==================== design 1
Fig. 1: design 1, met1 routing
Drawn at 1.5 px/um.
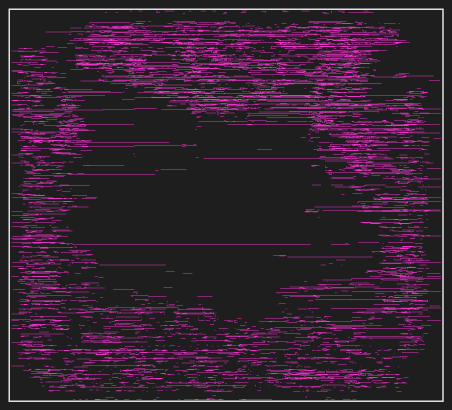

### config.mk
export PLATFORM = sky130hd
export DESIGN_NAME = pipe_chain
export DESIGN_NICKNAME = d
export VERILOG_FILES = /design/src/rtl/pipe_chain.sv
export SDC_FILE = /design/constraint.sdc
export NUM_CORES = 1
export LEC_CHECK = 0
export CAP_MARGIN = 20
export CORE_ASPECT_RATIO = 0.9
export CORE_MARGIN = 5
export CORE_UTILIZATION = 25
export CTS_CLUSTER_DIAMETER = 50
export CTS_CLUSTER_SIZE = 10
export DETAILED_ROUTE_END_ITERATION = 8
export PLACE_DENSITY_LB_ADDON = 0.3
export SYNTH_ARGS = -nofsm -noshare
export SYNTH_HDL_FRONTEND = slang
export SYNTH_SLANG_ARGS = --single-unit
### constraint.sdc
create_clock -name clk -period 4.7 [get_ports clk]
set_input_delay 1.175 -clock clk [delete_from_list [all_inputs] [get_ports clk]]
set_output_delay 1.175 -clock clk [all_outputs]
set_load 0.005 [all_outputs]
### src/rtl/pipe_chain.sv
// Purpose : in-order pipeline register chain (instr/pc/dst/payload) with late result injection and forwarding lookup.
// Latency : an input appears on stage k outputs after k+1 clock edges; forwarding outputs are combinational.
// Backpr. : stall holds stage 0 and inserts a bubble into stage 1; flush squashes stage 0. Optional macro PIPE_CHAIN_PERF_EN adds perf_bubbles.
module pipe_chain #(
   parameter int W     = 32,
   parameter int DEPTH = 3,
   parameter int NDATA = 2,
   parameter int REGW  = 5,
   parameter int NQ    = 2
) (
   input  logic                     clk,
   input  logic                     rst,
   input  logic                     in_valid,
   input  logic [W-1:0]             in_instr,
   input  logic [W-1:0]             in_pc,
   input  logic [NDATA*W-1:0]       in_data,
   input  logic                     in_wen,
   input  logic [REGW-1:0]          in_dst,
   input  logic                     in_rdy,
   input  logic                     stall,
   input  logic                     flush,
   input  logic [DEPTH-1:0]         upd_en,
   input  logic [DEPTH*W-1:0]       upd_val,
   input  logic [NQ*REGW-1:0]       q_addr,
   output logic [DEPTH-1:0]         st_valid,
   output logic [DEPTH*W-1:0]       st_instr,
   output logic [DEPTH*W-1:0]       st_pc,
   output logic [DEPTH*NDATA*W-1:0] st_data,
   output logic [NQ-1:0]            q_hit,
   output logic [NQ-1:0]            q_rdy,
   output logic [NQ*W-1:0]          q_val
`ifdef PIPE_CHAIN_PERF_EN
   ,
   output logic [31:0]              perf_bubbles
`endif
);

   typedef struct packed {
      logic               valid;
      logic               wen;
      logic               rdy;
      logic [REGW-1:0]    dst;
      logic [W-1:0]       instr;
      logic [W-1:0]       pc;
      logic [NDATA*W-1:0] data;   // word 0 in the low W bits is the result slot
   } stage_t;

   stage_t           st_q [DEPTH];
   stage_t           st_d [DEPTH];
   logic [DEPTH-1:0] upd_eff;

   // The last stage has no successor, so its update strobe never takes effect.
   assign upd_eff = upd_en & {1'b0, {(DEPTH-1){1'b1}}};

   // Next-state for every stage: stage 0 load/hold/squash, later stages shift with optional word-0 injection.
   always_comb begin
      st_d[0] = st_q[0];
      if (flush) begin
         st_d[0] = '0;
      end else if (!stall) begin
         st_d[0].valid = in_valid;
         st_d[0].wen   = in_wen;
         st_d[0].rdy   = in_rdy;
         st_d[0].dst   = in_dst;
         st_d[0].instr = in_instr;
         st_d[0].pc    = in_pc;
         st_d[0].data  = in_data;
      end
      for (int k = 1; k < DEPTH; k++) begin
         st_d[k] = st_q[k-1];
         if (upd_eff[k-1]) begin
            st_d[k].data[W-1:0] = upd_val[(k-1)*W +: W];
            // an injected value only marks a real instruction as final
            st_d[k].rdy = st_q[k-1].rdy | st_q[k-1].valid;
         end
      end
      if (stall) begin
         st_d[1] = '0;
      end
   end

   // Stage registers; reset dominates stall, flush and update.
   always_ff @(posedge clk) begin
      if (rst) begin
         for (int k = 0; k < DEPTH; k++) begin
            st_q[k] <= '0;
         end
      end else begin
         st_q <= st_d;
      end
   end

   // Flatten stage contents onto the output buses; a bubble's instr reads as 0.
   always_comb begin
      st_valid = '0;
      st_instr = '0;
      st_pc    = '0;
      st_data  = '0;
      for (int k = 0; k < DEPTH; k++) begin
         st_valid[k]                      = st_q[k].valid;
         st_instr[k*W +: W]               = st_q[k].valid ? st_q[k].instr : '0;
         st_pc[k*W +: W]                  = st_q[k].pc;
         st_data[k*NDATA*W +: NDATA*W]    = st_q[k].data;
      end
   end

   // Forwarding lookup: scan oldest to youngest so the youngest match is the last one written.
   always_comb begin
      q_hit = '0;
      q_rdy = '1;
      q_val = '0;
      for (int qi = 0; qi < NQ; qi++) begin
         for (int k = DEPTH-1; k >= 0; k--) begin
            if (st_q[k].valid && st_q[k].wen &&
                (st_q[k].dst == q_addr[qi*REGW +: REGW]) &&
                (q_addr[qi*REGW +: REGW] != '0)) begin
               q_hit[qi]         = 1'b1;
               q_rdy[qi]         = st_q[k].rdy | upd_eff[k];
               q_val[qi*W +: W]  = upd_eff[k] ? upd_val[k*W +: W] : st_q[k].data[W-1:0];
            end
         end
      end
   end

`ifdef PIPE_CHAIN_PERF_EN
   logic st0_flushed_q;
   logic bubble_load;

   // Stage 1 takes a bubble this cycle on stall or when stage 0 holds a squashed entry.
   assign bubble_load = stall | st0_flushed_q;

   // Remember whether stage 0 currently holds a flushed bubble.
   always_ff @(posedge clk) begin
      if (rst) begin
         st0_flushed_q <= 1'b0;
      end else if (flush) begin
         st0_flushed_q <= 1'b1;
      end else if (!stall) begin
         st0_flushed_q <= 1'b0;
      end
   end

   // Saturating bubble counter.
   always_ff @(posedge clk) begin
      if (rst) begin
         perf_bubbles <= '0;
      end else if (bubble_load && (perf_bubbles != 32'hFFFF_FFFF)) begin
         perf_bubbles <= perf_bubbles + 32'd1;
      end
   end
`endif

endmodule

==================== design 2
### src/rtl/lcd_pkg.sv
// Shared constants, state encoding and bus-word helpers for the LCD fill engine.
package lcd_pkg;

    localparam int unsigned H_RES_DEF = 240;
    localparam int unsigned V_RES_DEF = 320;

    localparam logic [7:0] CMD_CASET = 8'h2A;
    localparam logic [7:0] CMD_PASET = 8'h2B;
    localparam logic [7:0] CMD_RAMWR = 8'h2C;

    localparam int unsigned ST_W = 3;

    localparam logic [ST_W-1:0] ST_IDLE  = 3'd0;
    localparam logic [ST_W-1:0] ST_CASET = 3'd1;
    localparam logic [ST_W-1:0] ST_CPAR  = 3'd2;
    localparam logic [ST_W-1:0] ST_PASET = 3'd3;
    localparam logic [ST_W-1:0] ST_PPAR  = 3'd4;
    localparam logic [ST_W-1:0] ST_RAMWR = 3'd5;
    localparam logic [ST_W-1:0] ST_PIXEL = 3'd6;

    // One FIFO entry: rs=0 command, rs=1 data.
    typedef struct packed {
        logic        rs;
        logic [15:0] word;
    } lcd_word_t;

    // Command word with the opcode in the low byte.
    function automatic lcd_word_t cmd_word(input logic [7:0] code);
        lcd_word_t w;
        w.rs   = 1'b0;
        w.word = {8'h00, code};
        return w;
    endfunction

    // Address parameter byte: idx 0/1 = start hi/lo, idx 2/3 = end hi/lo.
    function automatic lcd_word_t par_word(input logic [15:0] first,
                                           input logic [15:0] last,
                                           input logic [1:0]  idx);
        lcd_word_t w;
        w.rs = 1'b1;
        case (idx)
            2'd0:    w.word = {8'h00, first[15:8]};
            2'd1:    w.word = {8'h00, first[7:0]};
            2'd2:    w.word = {8'h00, last[15:8]};
            default: w.word = {8'h00, last[7:0]};
        endcase
        return w;
    endfunction

endpackage

### src/rtl/lcd_fill_engine.sv
// Rectangle fill sequencer: emits CASET/PASET/RAMWR and pixel words into the ILI9341 FIFO.
module lcd_fill_engine
    import lcd_pkg::*;
#(
    parameter int unsigned H_RES = H_RES_DEF,
    parameter int unsigned V_RES = V_RES_DEF
) (
    input  logic        clk,
    input  logic        rst,
    input  logic        start,
    input  logic [7:0]  x0,
    input  logic [7:0]  x1,
    input  logic [8:0]  y0,
    input  logic [8:0]  y1,
    input  logic [15:0] color,
    output logic        busy,
    output logic        done,
    output logic        err,
    input  logic        wfull,
    output logic        winc,
    output logic [16:0] wdata
);

    logic [ST_W-1:0] state_q, state_d;
    logic [1:0]      pidx_q, pidx_d;
    logic [7:0]      col_q, col_d;
    logic [8:0]      row_q, row_d;
    logic [7:0]      x0_q, x0_d, x1_q, x1_d;
    logic [8:0]      y0_q, y0_d, y1_q, y1_d;
    logic [15:0]     color_q, color_d;
    logic            busy_d, done_d, err_d;
    lcd_word_t       wdata_q, wdata_d;

    logic            req_bad;
    logic            last_col;
    logic            last_pix;

    // A word leaves whenever a fill is active and the FIFO has room.
    assign winc  = (state_q != ST_IDLE) && !wfull;
    assign wdata = wdata_q;

    assign req_bad  = (x0 > x1) || (y0 > y1) ||
                      (32'(x1) >= H_RES) || (32'(y1) >= V_RES);
    assign last_col = (col_q == x1_q);
    assign last_pix = last_col && (row_q == y1_q);

    // Next-state, counter, latch and output-word decode.
    always_comb begin
        state_d = state_q;
        pidx_d  = pidx_q;
        col_d   = col_q;
        row_d   = row_q;
        x0_d    = x0_q;
        x1_d    = x1_q;
        y0_d    = y0_q;
        y1_d    = y1_q;
        color_d = color_q;
        done_d  = 1'b0;
        err_d   = 1'b0;

        case (state_q)
            ST_IDLE: begin
                if (start) begin
                    if (req_bad) begin
                        err_d  = 1'b1;
                        done_d = 1'b1;
                    end else begin
                        state_d = ST_CASET;
                        pidx_d  = 2'd0;
                        x0_d    = x0;
                        x1_d    = x1;
                        y0_d    = y0;
                        y1_d    = y1;
                        color_d = color;
                    end
                end
            end
            ST_CASET: begin
                if (winc) begin
                    state_d = ST_CPAR;
                    pidx_d  = 2'd0;
                end
            end
            ST_CPAR: begin
                if (winc) begin
                    if (pidx_q == 2'd3) begin
                        state_d = ST_PASET;
                        pidx_d  = 2'd0;
                    end else begin
                        pidx_d = 2'(pidx_q + 2'd1);
                    end
                end
            end
            ST_PASET: begin
                if (winc) begin
                    state_d = ST_PPAR;
                    pidx_d  = 2'd0;
                end
            end
            ST_PPAR: begin
                if (winc) begin
                    if (pidx_q == 2'd3) begin
                        state_d = ST_RAMWR;
                        pidx_d  = 2'd0;
                    end else begin
                        pidx_d = 2'(pidx_q + 2'd1);
                    end
                end
            end
            ST_RAMWR: begin
                if (winc) begin
                    state_d = ST_PIXEL;
                    col_d   = x0_q;
                    row_d   = y0_q;
                end
            end
            ST_PIXEL: begin
                if (winc) begin
                    if (last_pix) begin
                        state_d = ST_IDLE;
                        done_d  = 1'b1;
                    end else if (last_col) begin
                        col_d = x0_q;
                        row_d = 9'(row_q + 9'd1);
                    end else begin
                        col_d = 8'(col_q + 8'd1);
                    end
                end
            end
            default: begin
                state_d = ST_IDLE;
            end
        endcase

        busy_d = (state_d != ST_IDLE);

        // Word presented next cycle follows the next state, so it holds while stalled.
        case (state_d)
            ST_CASET: wdata_d = cmd_word(CMD_CASET);
            ST_CPAR:  wdata_d = par_word(16'(x0_d), 16'(x1_d), pidx_d);
            ST_PASET: wdata_d = cmd_word(CMD_PASET);
            ST_PPAR:  wdata_d = par_word(16'(y0_d), 16'(y1_d), pidx_d);
            ST_RAMWR: wdata_d = cmd_word(CMD_RAMWR);
            ST_PIXEL: wdata_d = '{rs: 1'b1, word: color_d};
            default:  wdata_d = '0;
        endcase
    end

    // State, counters, latched request and registered outputs.
    always_ff @(posedge clk) begin
        if (rst) begin
            state_q <= ST_IDLE;
            pidx_q  <= '0;
            col_q   <= '0;
            row_q   <= '0;
            x0_q    <= '0;
            x1_q    <= '0;
            y0_q    <= '0;
            y1_q    <= '0;
            color_q <= '0;
            busy    <= 1'b0;
            done    <= 1'b0;
            err     <= 1'b0;
            wdata_q <= '0;
        end else begin
            state_q <= state_d;
            pidx_q  <= pidx_d;
            col_q   <= col_d;
            row_q   <= row_d;
            x0_q    <= x0_d;
            x1_q    <= x1_d;
            y0_q    <= y0_d;
            y1_q    <= y1_d;
            color_q <= color_d;
            busy    <= busy_d;
            done    <= done_d;
            err     <= err_d;
            wdata_q <= wdata_d;
        end
    end

endmodule

### config.mk
export PLATFORM = sky130hd
export DESIGN_NAME = lcd_fill_engine
export DESIGN_NICKNAME = d
export VERILOG_FILES = /design/src/rtl/lcd_pkg.sv /design/src/rtl/lcd_fill_engine.sv
export SDC_FILE = /design/constraint.sdc
export NUM_CORES = 1
export LEC_CHECK = 0
export CAP_MARGIN = 0
export CORE_MARGIN = 10
export CORE_UTILIZATION = 58
export DETAILED_ROUTE_END_ITERATION = 16
export PLACE_DENSITY_LB_ADDON = 0.1
export SLEW_MARGIN = 20
export SYNTH_ARGS = -nofsm -noshare
export SYNTH_HDL_FRONTEND = slang
export SYNTH_SLANG_ARGS = --single-unit
### constraint.sdc
create_clock -name clk -period 6.55 [get_ports clk]
set_input_delay 1.965 -clock clk [delete_from_list [all_inputs] [get_ports clk]]
set_output_delay 1.965 -clock clk [all_outputs]
set_load 0.02 [all_outputs]
Fig. 2: design 1, track usage over the die
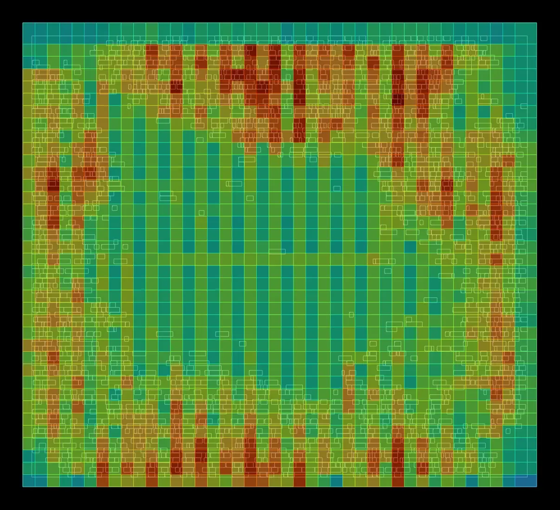
global-route track usage on met1: 0.187
final cell utilization of the core: 0.369

Notes on Fig. 1 above:
The longest straight run is 156 um. The layer holds 39% of the routed length.

==> flow_summary.json, design 1 <==
{
  "routed_wl_mm": 64.5,
  "comb_share": 0.260,
  "report.final.hold_viol_count": 0,
  "critical_path_cell_count": 10,
  "setup_viol": 1,
  "cts_num_sinks": 408,
  "setup_ws_ps": -4.74,
  "power_density_nw_per_um2": 340,
  "yosys.area.top_type": "sky130_fd_sc_hd__dfxtp_1",
  "clock_cell_area_share": 0.0755,
  "avgViaCountPerCell": 4.29,
  "failed_checks": "setup timing",
  "setup_total_negative_slack_ps": -4.74,
  "seq_cell_power_uw": 3600,
  "layout_top_cells": "sky130_fd_sc_hd__clkdlybuf4s50_1 (592), sky130_fd_sc_hd__dfxtp_1 (408), sky130_fd_sc_hd__nor2_1 (202), sky130_fd_sc_hd__and2_1 (200), sky130_fd_sc_hd__mux2i_1 (197)",
  "rsz0062_at_grt": "true",
  "signal_buffer_area_fraction": 0.295,
  "cts.reportedPaths.clkPinSlew_ps": 50,
  "cts_htree_levels": 2,
  "timing.critical_path.required_ps": 3520,
  "clk-power_uw": 4350,
  "coreArea_sq_um": 68800,
  "worstPathArrival_ps": 3530,
  "power.clock.fraction": 0.503,
  "detail_route.wl_per_cell_um": 20.3,
  "fill_cells": 6931,
  "gr-usage-met3": 0.0564,
  "nNonClkBuffers": 752,
  "share_comb_of_total_power": 0.080,
  "yosys-top-cells-area": "sky130_fd_sc_hd__dfxtp_1 (47%), sky130_fd_sc_hd__buf_4 (13%), sky130_fd_sc_hd__mux2i_1 (11%)",
  "floorplan_stage_core_utilization": 0.253,
  "power.switching_uw": 2020,
  "cp-end-kind": "output pin",
  "cp-endpoint": "q_val[35]",
  "die_height_um": 260,
  "max-cap-violations": 0,
  "synth-warning-count": 0,
  "status": "finished, violations left",
  "port_buffers": 670
}
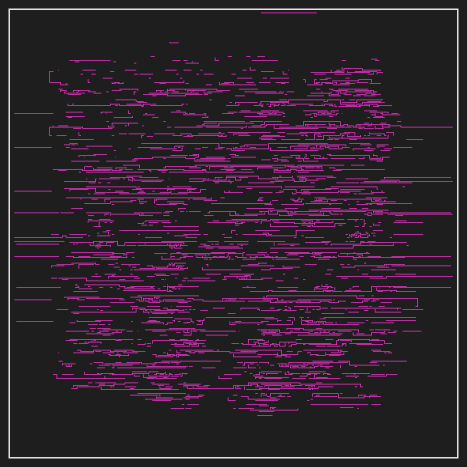
Fig. 3. Met1 routing (design 2).
Drawn at 4 px/um.
The wires run mostly horizontal. The layer carries 5450 um of wire.
global-route track usage on met1: 0.253
via total after detailed routing: 4267

==> flow_summary.json, design 2 <==
{
  "timing.critical_path.slowest_cell_delay_ps": 690,
  "status": "completed",
  "dp.final_hpwl_mm": 9.62,
  "timing.hold.ws_ps": 496,
  "finish.instance_area_sq_um": 5880,
  "finalClockSkew_ps": 15.3,
  "combinational_group_power_uw": 216,
  "floorplan.die_area_sq_um": 12500,
  "synth.area.mux_share": 0.155,
  "share_of_power_burned_in_registers": 0.487,
  "syn-cell-area_sq_um": 4880,
  "cts.reportedPaths.clkPinSlew_ps": 100,
  "avgViaCountPerCell": 5.97,
  "signal_buffer_area_fraction": 0.136,
  "cpLargestDelayFamily": "buffers and inverters",
  "worst_hold_startpoint": "color_q[13]$_SDFF_PP0_",
  "cts_num_sinks": 92,
  "seq_area_frac_synth": 0.377,
  "worst_hold_path.num_cells": 2,
  "leakage_uw": 0.00224,
  "number_of_flip_flops_and_latches": 92,
  "enable_flop_cells": 0,
  "setup_total_negative_slack_ps": 0,
  "global_route_wire_length_before_repair_mm": 20.6,
  "worstPathArrival_ps": 3480,
  "ff2ff_setup_slack_ps": 3630,
  "postCtsSetupRepairBufs": 0,
  "internal-power_uw": 870,
  "yosys-top-cells-area": "sky130_fd_sc_hd__dfxtp_1 (38%), sky130_fd_sc_hd__mux2i_1 (11%), sky130_fd_sc_hd__nor2_1 (5.9%)",
  "crit_chain": "clkdlybuf4s50_1 > nor2_1 > clkdlybuf4s50_1",
  "register_share_of_the_cell_area": 0.313,
  "worstRegToRegCells": 8,
  "grt_antenna_before_repair": 0,
  "cp-end-kind": "output pin",
  "fin_total_pwr_uw": 1220,
  "post_synth_xor_area_fraction": 0.0323,
  "post_cts_resize_count": 0,
  "max-cap-violations": 0,
  "dp.cells": 699,
  "flop_area_sq_um": 1840,
  "clock_cell_area_share": 0.0360,
  "insertion_delay_to_the_later_sink_of_the_worst_skew_pair_ps": 370,
  "final.min_clock_period_ps": 5450,
  "dr.max_layer_used": "met4"
}

==================== design 3
Fig. 4: design 3, placement by cell class
Drawn at 6 px/um.
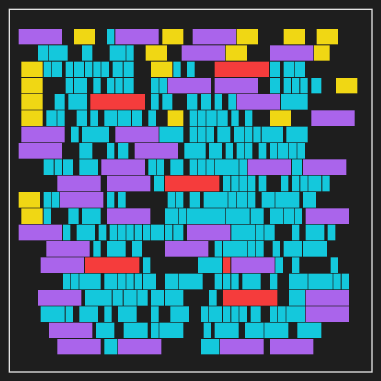
## config.mk

```make
export PLATFORM = sky130hd
export DESIGN_NAME = pll_reset_sequencer_flat
export DESIGN_NICKNAME = d
export VERILOG_FILES = /design/src/rtl/pll_reset_sequencer_if.sv /design/src/rtl/pll_reset_sequencer.sv /design/src/flat_wrapper.sv
export SDC_FILE = /design/constraint.sdc
export NUM_CORES = 1
export LEC_CHECK = 0
export ABC_AREA = 1
export ABC_CLOCK_PERIOD_IN_PS = 2380
export CAP_MARGIN = 20
export CORE_MARGIN = 1
export CORE_UTILIZATION = 57
export CTS_BUF_LIST = sky130_fd_sc_hd__clkbuf_16
export DETAILED_ROUTE_END_ITERATION = 10
export PLACE_DENSITY = 0.79
export SYNTH_ARGS = -nofsm -noshare
export SYNTH_HDL_FRONTEND = slang
export SYNTH_SLANG_ARGS = --single-unit
```

## constraint.sdc

```tcl
create_clock -name i_clock -period 2.38 [get_ports i_clock]
set_input_delay 0.595 -clock i_clock [delete_from_list [all_inputs] [get_ports i_clock]]
set_output_delay 0.595 -clock i_clock [all_outputs]
set_load 0.005 [all_outputs]
```

## src/rtl/pll_reset_sequencer_if.sv

```systemverilog
// Signal bundle between the PLL reset sequencer and the PLL wrapper / system reset consumers.
// The master modport is the sequencer side.
interface pll_reset_sequencer_if;
    logic       i_locked;
    logic       o_pll_resetb;
    logic       o_sys_reset;
    logic       o_ready;
    logic       o_fault;
    logic [1:0] o_retry_count;
    logic [7:0] o_relock_count;

    modport master (
        input  i_locked,
        output o_pll_resetb,
        output o_sys_reset,
        output o_ready,
        output o_fault,
        output o_retry_count,
        output o_relock_count
    );

    modport slave (
        output i_locked,
        input  o_pll_resetb,
        input  o_sys_reset,
        input  o_ready,
        input  o_fault,
        input  o_retry_count,
        input  o_relock_count
    );
endinterface

```

## src/rtl/pll_reset_sequencer.sv

```systemverilog
// PLL reset sequencer: runs on the reference clock, restarts the PLL until lock is stable,
// then releases the system reset. After repeated lock timeouts it latches a fault.
module pll_reset_sequencer #(
    parameter int unsigned RESET_PULSE  = 16,
    parameter int unsigned LOCK_TIMEOUT = 65536,
    parameter int unsigned LOCK_STABLE  = 1024,
    parameter int unsigned HOLD_CYCLES  = 256,
    parameter int unsigned MAX_RETRIES  = 3
) (
    input  logic                  i_clock,
    input  logic                  i_reset,
    pll_reset_sequencer_if.master pll_if
);

    function automatic int unsigned max_of(input int unsigned a, input int unsigned b);
        return (a > b) ? a : b;
    endfunction

    localparam int unsigned MAX_COUNT = max_of(max_of(RESET_PULSE, LOCK_TIMEOUT),
                                               max_of(LOCK_STABLE, HOLD_CYCLES));
    localparam int unsigned CW = (MAX_COUNT > 32'd1) ? $clog2(MAX_COUNT) : 1;

    typedef enum logic [2:0] {
        ST_PLL_RESET = 3'd0,
        ST_WAIT_LOCK = 3'd1,
        ST_STABILISE = 3'd2,
        ST_HOLD      = 3'd3,
        ST_RUN       = 3'd4,
        ST_FAULT     = 3'd5
    } state_t;

    state_t          r_state;
    state_t          w_next_state;
    logic [CW-1:0]   r_counter;
    logic [CW-1:0]   w_next_counter;
    logic            r_sync1;
    logic            r_sync2;
    logic            w_lock_s;
    logic [1:0]      r_retry_count;
    logic [1:0]      w_next_retry;
    logic [7:0]      r_relock_count;
    logic [7:0]      w_next_relock;
    logic [7:0]      w_relock_inc;
    logic            r_pll_resetb;
    logic            r_sys_reset;
    logic            r_ready;
    logic            r_fault;

    assign w_lock_s     = r_sync2;
    assign w_relock_inc = (r_relock_count == 8'hFF) ? 8'hFF : (r_relock_count + 8'd1);

    // Two-flop synchroniser for the asynchronous PLL lock output.
    always_ff @(posedge i_clock) begin
        if (i_reset) begin
            r_sync1 <= 1'b0;
            r_sync2 <= 1'b0;
        end else begin
            r_sync1 <= pll_if.i_locked;
            r_sync2 <= r_sync1;
        end
    end

    // Next-state, counter and status-counter logic.
    always_comb begin
        w_next_state  = r_state;
        w_next_retry  = r_retry_count;
        w_next_relock = r_relock_count;
        case (r_state)
            ST_PLL_RESET: begin
                if (r_counter == CW'(RESET_PULSE - 32'd1)) begin
                    w_next_state = ST_WAIT_LOCK;
                end else begin
                    w_next_state = ST_PLL_RESET;
                end
            end
            ST_WAIT_LOCK: begin
                // A lock seen in the timeout cycle still counts as a lock.
                if (w_lock_s) begin
                    w_next_state = ST_STABILISE;
                end else if (r_counter == CW'(LOCK_TIMEOUT - 32'd1)) begin
                    if (r_retry_count == 2'(MAX_RETRIES)) begin
                        w_next_state = ST_FAULT;
                    end else begin
                        w_next_state = ST_PLL_RESET;
                        w_next_retry = r_retry_count + 2'd1;
                    end
                end else begin
                    w_next_state = ST_WAIT_LOCK;
                end
            end
            ST_STABILISE: begin
                if (!w_lock_s) begin
                    w_next_state = ST_WAIT_LOCK;
                end else if (r_counter == CW'(LOCK_STABLE - 32'd1)) begin
                    w_next_state = ST_HOLD;
                end else begin
                    w_next_state = ST_STABILISE;
                end
            end
            ST_HOLD: begin
                if (!w_lock_s) begin
                    w_next_state  = ST_PLL_RESET;
                    w_next_relock = w_relock_inc;
                end else if (r_counter == CW'(HOLD_CYCLES - 32'd1)) begin
                    w_next_state = ST_RUN;
                    w_next_retry = 2'd0;
                end else begin
                    w_next_state = ST_HOLD;
                end
            end
            ST_RUN: begin
                if (!w_lock_s) begin
                    w_next_state  = ST_PLL_RESET;
                    w_next_relock = w_relock_inc;
                end else begin
                    w_next_state = ST_RUN;
                end
            end
            ST_FAULT: begin
                w_next_state = ST_FAULT;
            end
            default: begin
                w_next_state = ST_PLL_RESET;
            end
        endcase

        // RUN and FAULT have no timed exit, so the counter simply parks there.
        if (w_next_state != r_state) begin
            w_next_counter = '0;
        end else if ((r_state == ST_RUN) || (r_state == ST_FAULT)) begin
            w_next_counter = r_counter;
        end else begin
            w_next_counter = r_counter + {{(CW-1){1'b0}}, 1'b1};
        end
    end

    // State, counter and registered outputs, all decoded from the next state.
    always_ff @(posedge i_clock) begin
        if (i_reset) begin
            r_state        <= ST_PLL_RESET;
            r_counter      <= '0;
            r_retry_count  <= 2'd0;
            r_relock_count <= 8'd0;
            r_pll_resetb   <= 1'b0;
            r_sys_reset    <= 1'b1;
            r_ready        <= 1'b0;
            r_fault        <= 1'b0;
        end else begin
            r_state        <= w_next_state;
            r_counter      <= w_next_counter;
            r_retry_count  <= w_next_retry;
            r_relock_count <= w_next_relock;
            r_pll_resetb   <= (w_next_state != ST_PLL_RESET) && (w_next_state != ST_FAULT);
            r_sys_reset    <= (w_next_state != ST_RUN);
            r_ready        <= (w_next_state == ST_RUN);
            r_fault        <= (w_next_state == ST_FAULT);
        end
    end

    assign pll_if.o_pll_resetb   = r_pll_resetb;
    assign pll_if.o_sys_reset    = r_sys_reset;
    assign pll_if.o_ready        = r_ready;
    assign pll_if.o_fault        = r_fault;
    assign pll_if.o_retry_count  = r_retry_count;
    assign pll_if.o_relock_count = r_relock_count;

endmodule

```

## src/flat_wrapper.sv

```systemverilog
// flat-port wrapper written by rule: the top's interface ports become plain ports
module pll_reset_sequencer_flat 
#(
    parameter int unsigned RESET_PULSE  = 16,
    parameter int unsigned LOCK_TIMEOUT = 65536,
    parameter int unsigned LOCK_STABLE  = 1024,
    parameter int unsigned HOLD_CYCLES  = 256,
    parameter int unsigned MAX_RETRIES  = 3
)
  (i_clock, i_reset, pll_if_i_locked, pll_if_o_pll_resetb, pll_if_o_sys_reset, pll_if_o_ready, pll_if_o_fault, pll_if_o_retry_count, pll_if_o_relock_count);
  pll_reset_sequencer_if pll_if_i ();
  input  logic i_clock;
  input  logic i_reset;
  input wire logic [$bits(pll_if_i.i_locked)-1:0] pll_if_i_locked;
  output wire logic [$bits(pll_if_i.o_pll_resetb)-1:0] pll_if_o_pll_resetb;
  output wire logic [$bits(pll_if_i.o_sys_reset)-1:0] pll_if_o_sys_reset;
  output wire logic [$bits(pll_if_i.o_ready)-1:0] pll_if_o_ready;
  output wire logic [$bits(pll_if_i.o_fault)-1:0] pll_if_o_fault;
  output wire logic [$bits(pll_if_i.o_retry_count)-1:0] pll_if_o_retry_count;
  output wire logic [$bits(pll_if_i.o_relock_count)-1:0] pll_if_o_relock_count;
  assign pll_if_i.i_locked = pll_if_i_locked;
  assign pll_if_o_pll_resetb = pll_if_i.o_pll_resetb;
  assign pll_if_o_sys_reset = pll_if_i.o_sys_reset;
  assign pll_if_o_ready = pll_if_i.o_ready;
  assign pll_if_o_fault = pll_if_i.o_fault;
  assign pll_if_o_retry_count = pll_if_i.o_retry_count;
  assign pll_if_o_relock_count = pll_if_i.o_relock_count;
  pll_reset_sequencer #(.RESET_PULSE(RESET_PULSE), .LOCK_TIMEOUT(LOCK_TIMEOUT), .LOCK_STABLE(LOCK_STABLE), .HOLD_CYCLES(HOLD_CYCLES), .MAX_RETRIES(MAX_RETRIES)) u_core (.i_clock(i_clock), .i_reset(i_reset), .pll_if(pll_if_i));
endmodule
```

==> flow_summary.json <==
{
  "cpLargestDelayFamily": "simple AND/OR/NAND/NOR gates",
  "nNonClkBuffers": 18,
  "worst_hold_path.num_cells": 2,
  "clock_buffers": 5,
  "fill_cells": 254,
  "grt_busiest_layer": "met2",
  "report.final.slew_viol_count": 0,
  "worst_hold_startpoint": "u_core.r_sync1$_SDFF_PP0_",
  "combinational_group_power_uw": 37.4,
  "worst_hold_path.endpoint": "u_core.r_sync2$_SDFF_PP0_",
  "dp.cells": 313,
  "asyncSetResetFlopFracSynth": 0,
  "netlist.top_cell.by_instances": "sky130_fd_sc_hd__nand2_1",
  "largest_register_ffs": 16,
  "final.min_clock_period_ps": 1990,
  "avgViaCountPerCell": 5.12,
  "grt_max_degree": 17,
  "top_cell_class_by_occupied_area": "multi-input combinational cells",
  "post-synth-top-area-fraction": 0.363,
  "detail_route.wl_per_cell_um": 11.8,
  "seq_area_frac_synth": 0.363,
  "yosys-top-cells-area": "sky130_fd_sc_hd__dfxtp_1 (36%), sky130_fd_sc_hd__nand2_1 (9.5%), sky130_fd_sc_hd__nor2_4 (8.2%)",
  "worstPathArrival_ps": 2140,
  "routed_wl_mm": 3.76,
  "floorplan.io_pins": 17,
  "cp-start-kind": "flip-flop",
  "grt_antenna_before_repair": 0,
  "status": "completed",
  "area_growth_syn_to_layout_pct": 17.1,
  "max_flop_register": "u_core.r_counter",
  "nMultiInputCombCells": 189,
  "timing.critical_path.slowest_cell_delay_ps": 390,
  "worstSetupPathType": "flip-flop to flip-flop",
  "floorplan_stage_core_utilization": 0.617,
  "dr.max_layer_used": "met4",
  "synth_area_per_cell_sq_um": 7.60,
  "insertion_delay_to_the_later_sink_of_the_worst_skew_pair_ps": 280,
  "synth-warning-count": 0,
  "timing.critical_path.required_ps": 2530
}
About Fig. 4:
Cyan shows all other logic, cells 216. Purple shows flip-flops, cells 35. Yellow shows other buffers and delay cells, cells 18. Red shows clock drivers and dummy loads, cells 6.
final cell utilization of the core: 0.723
area of all placed cells without fillers: 2260 sq um


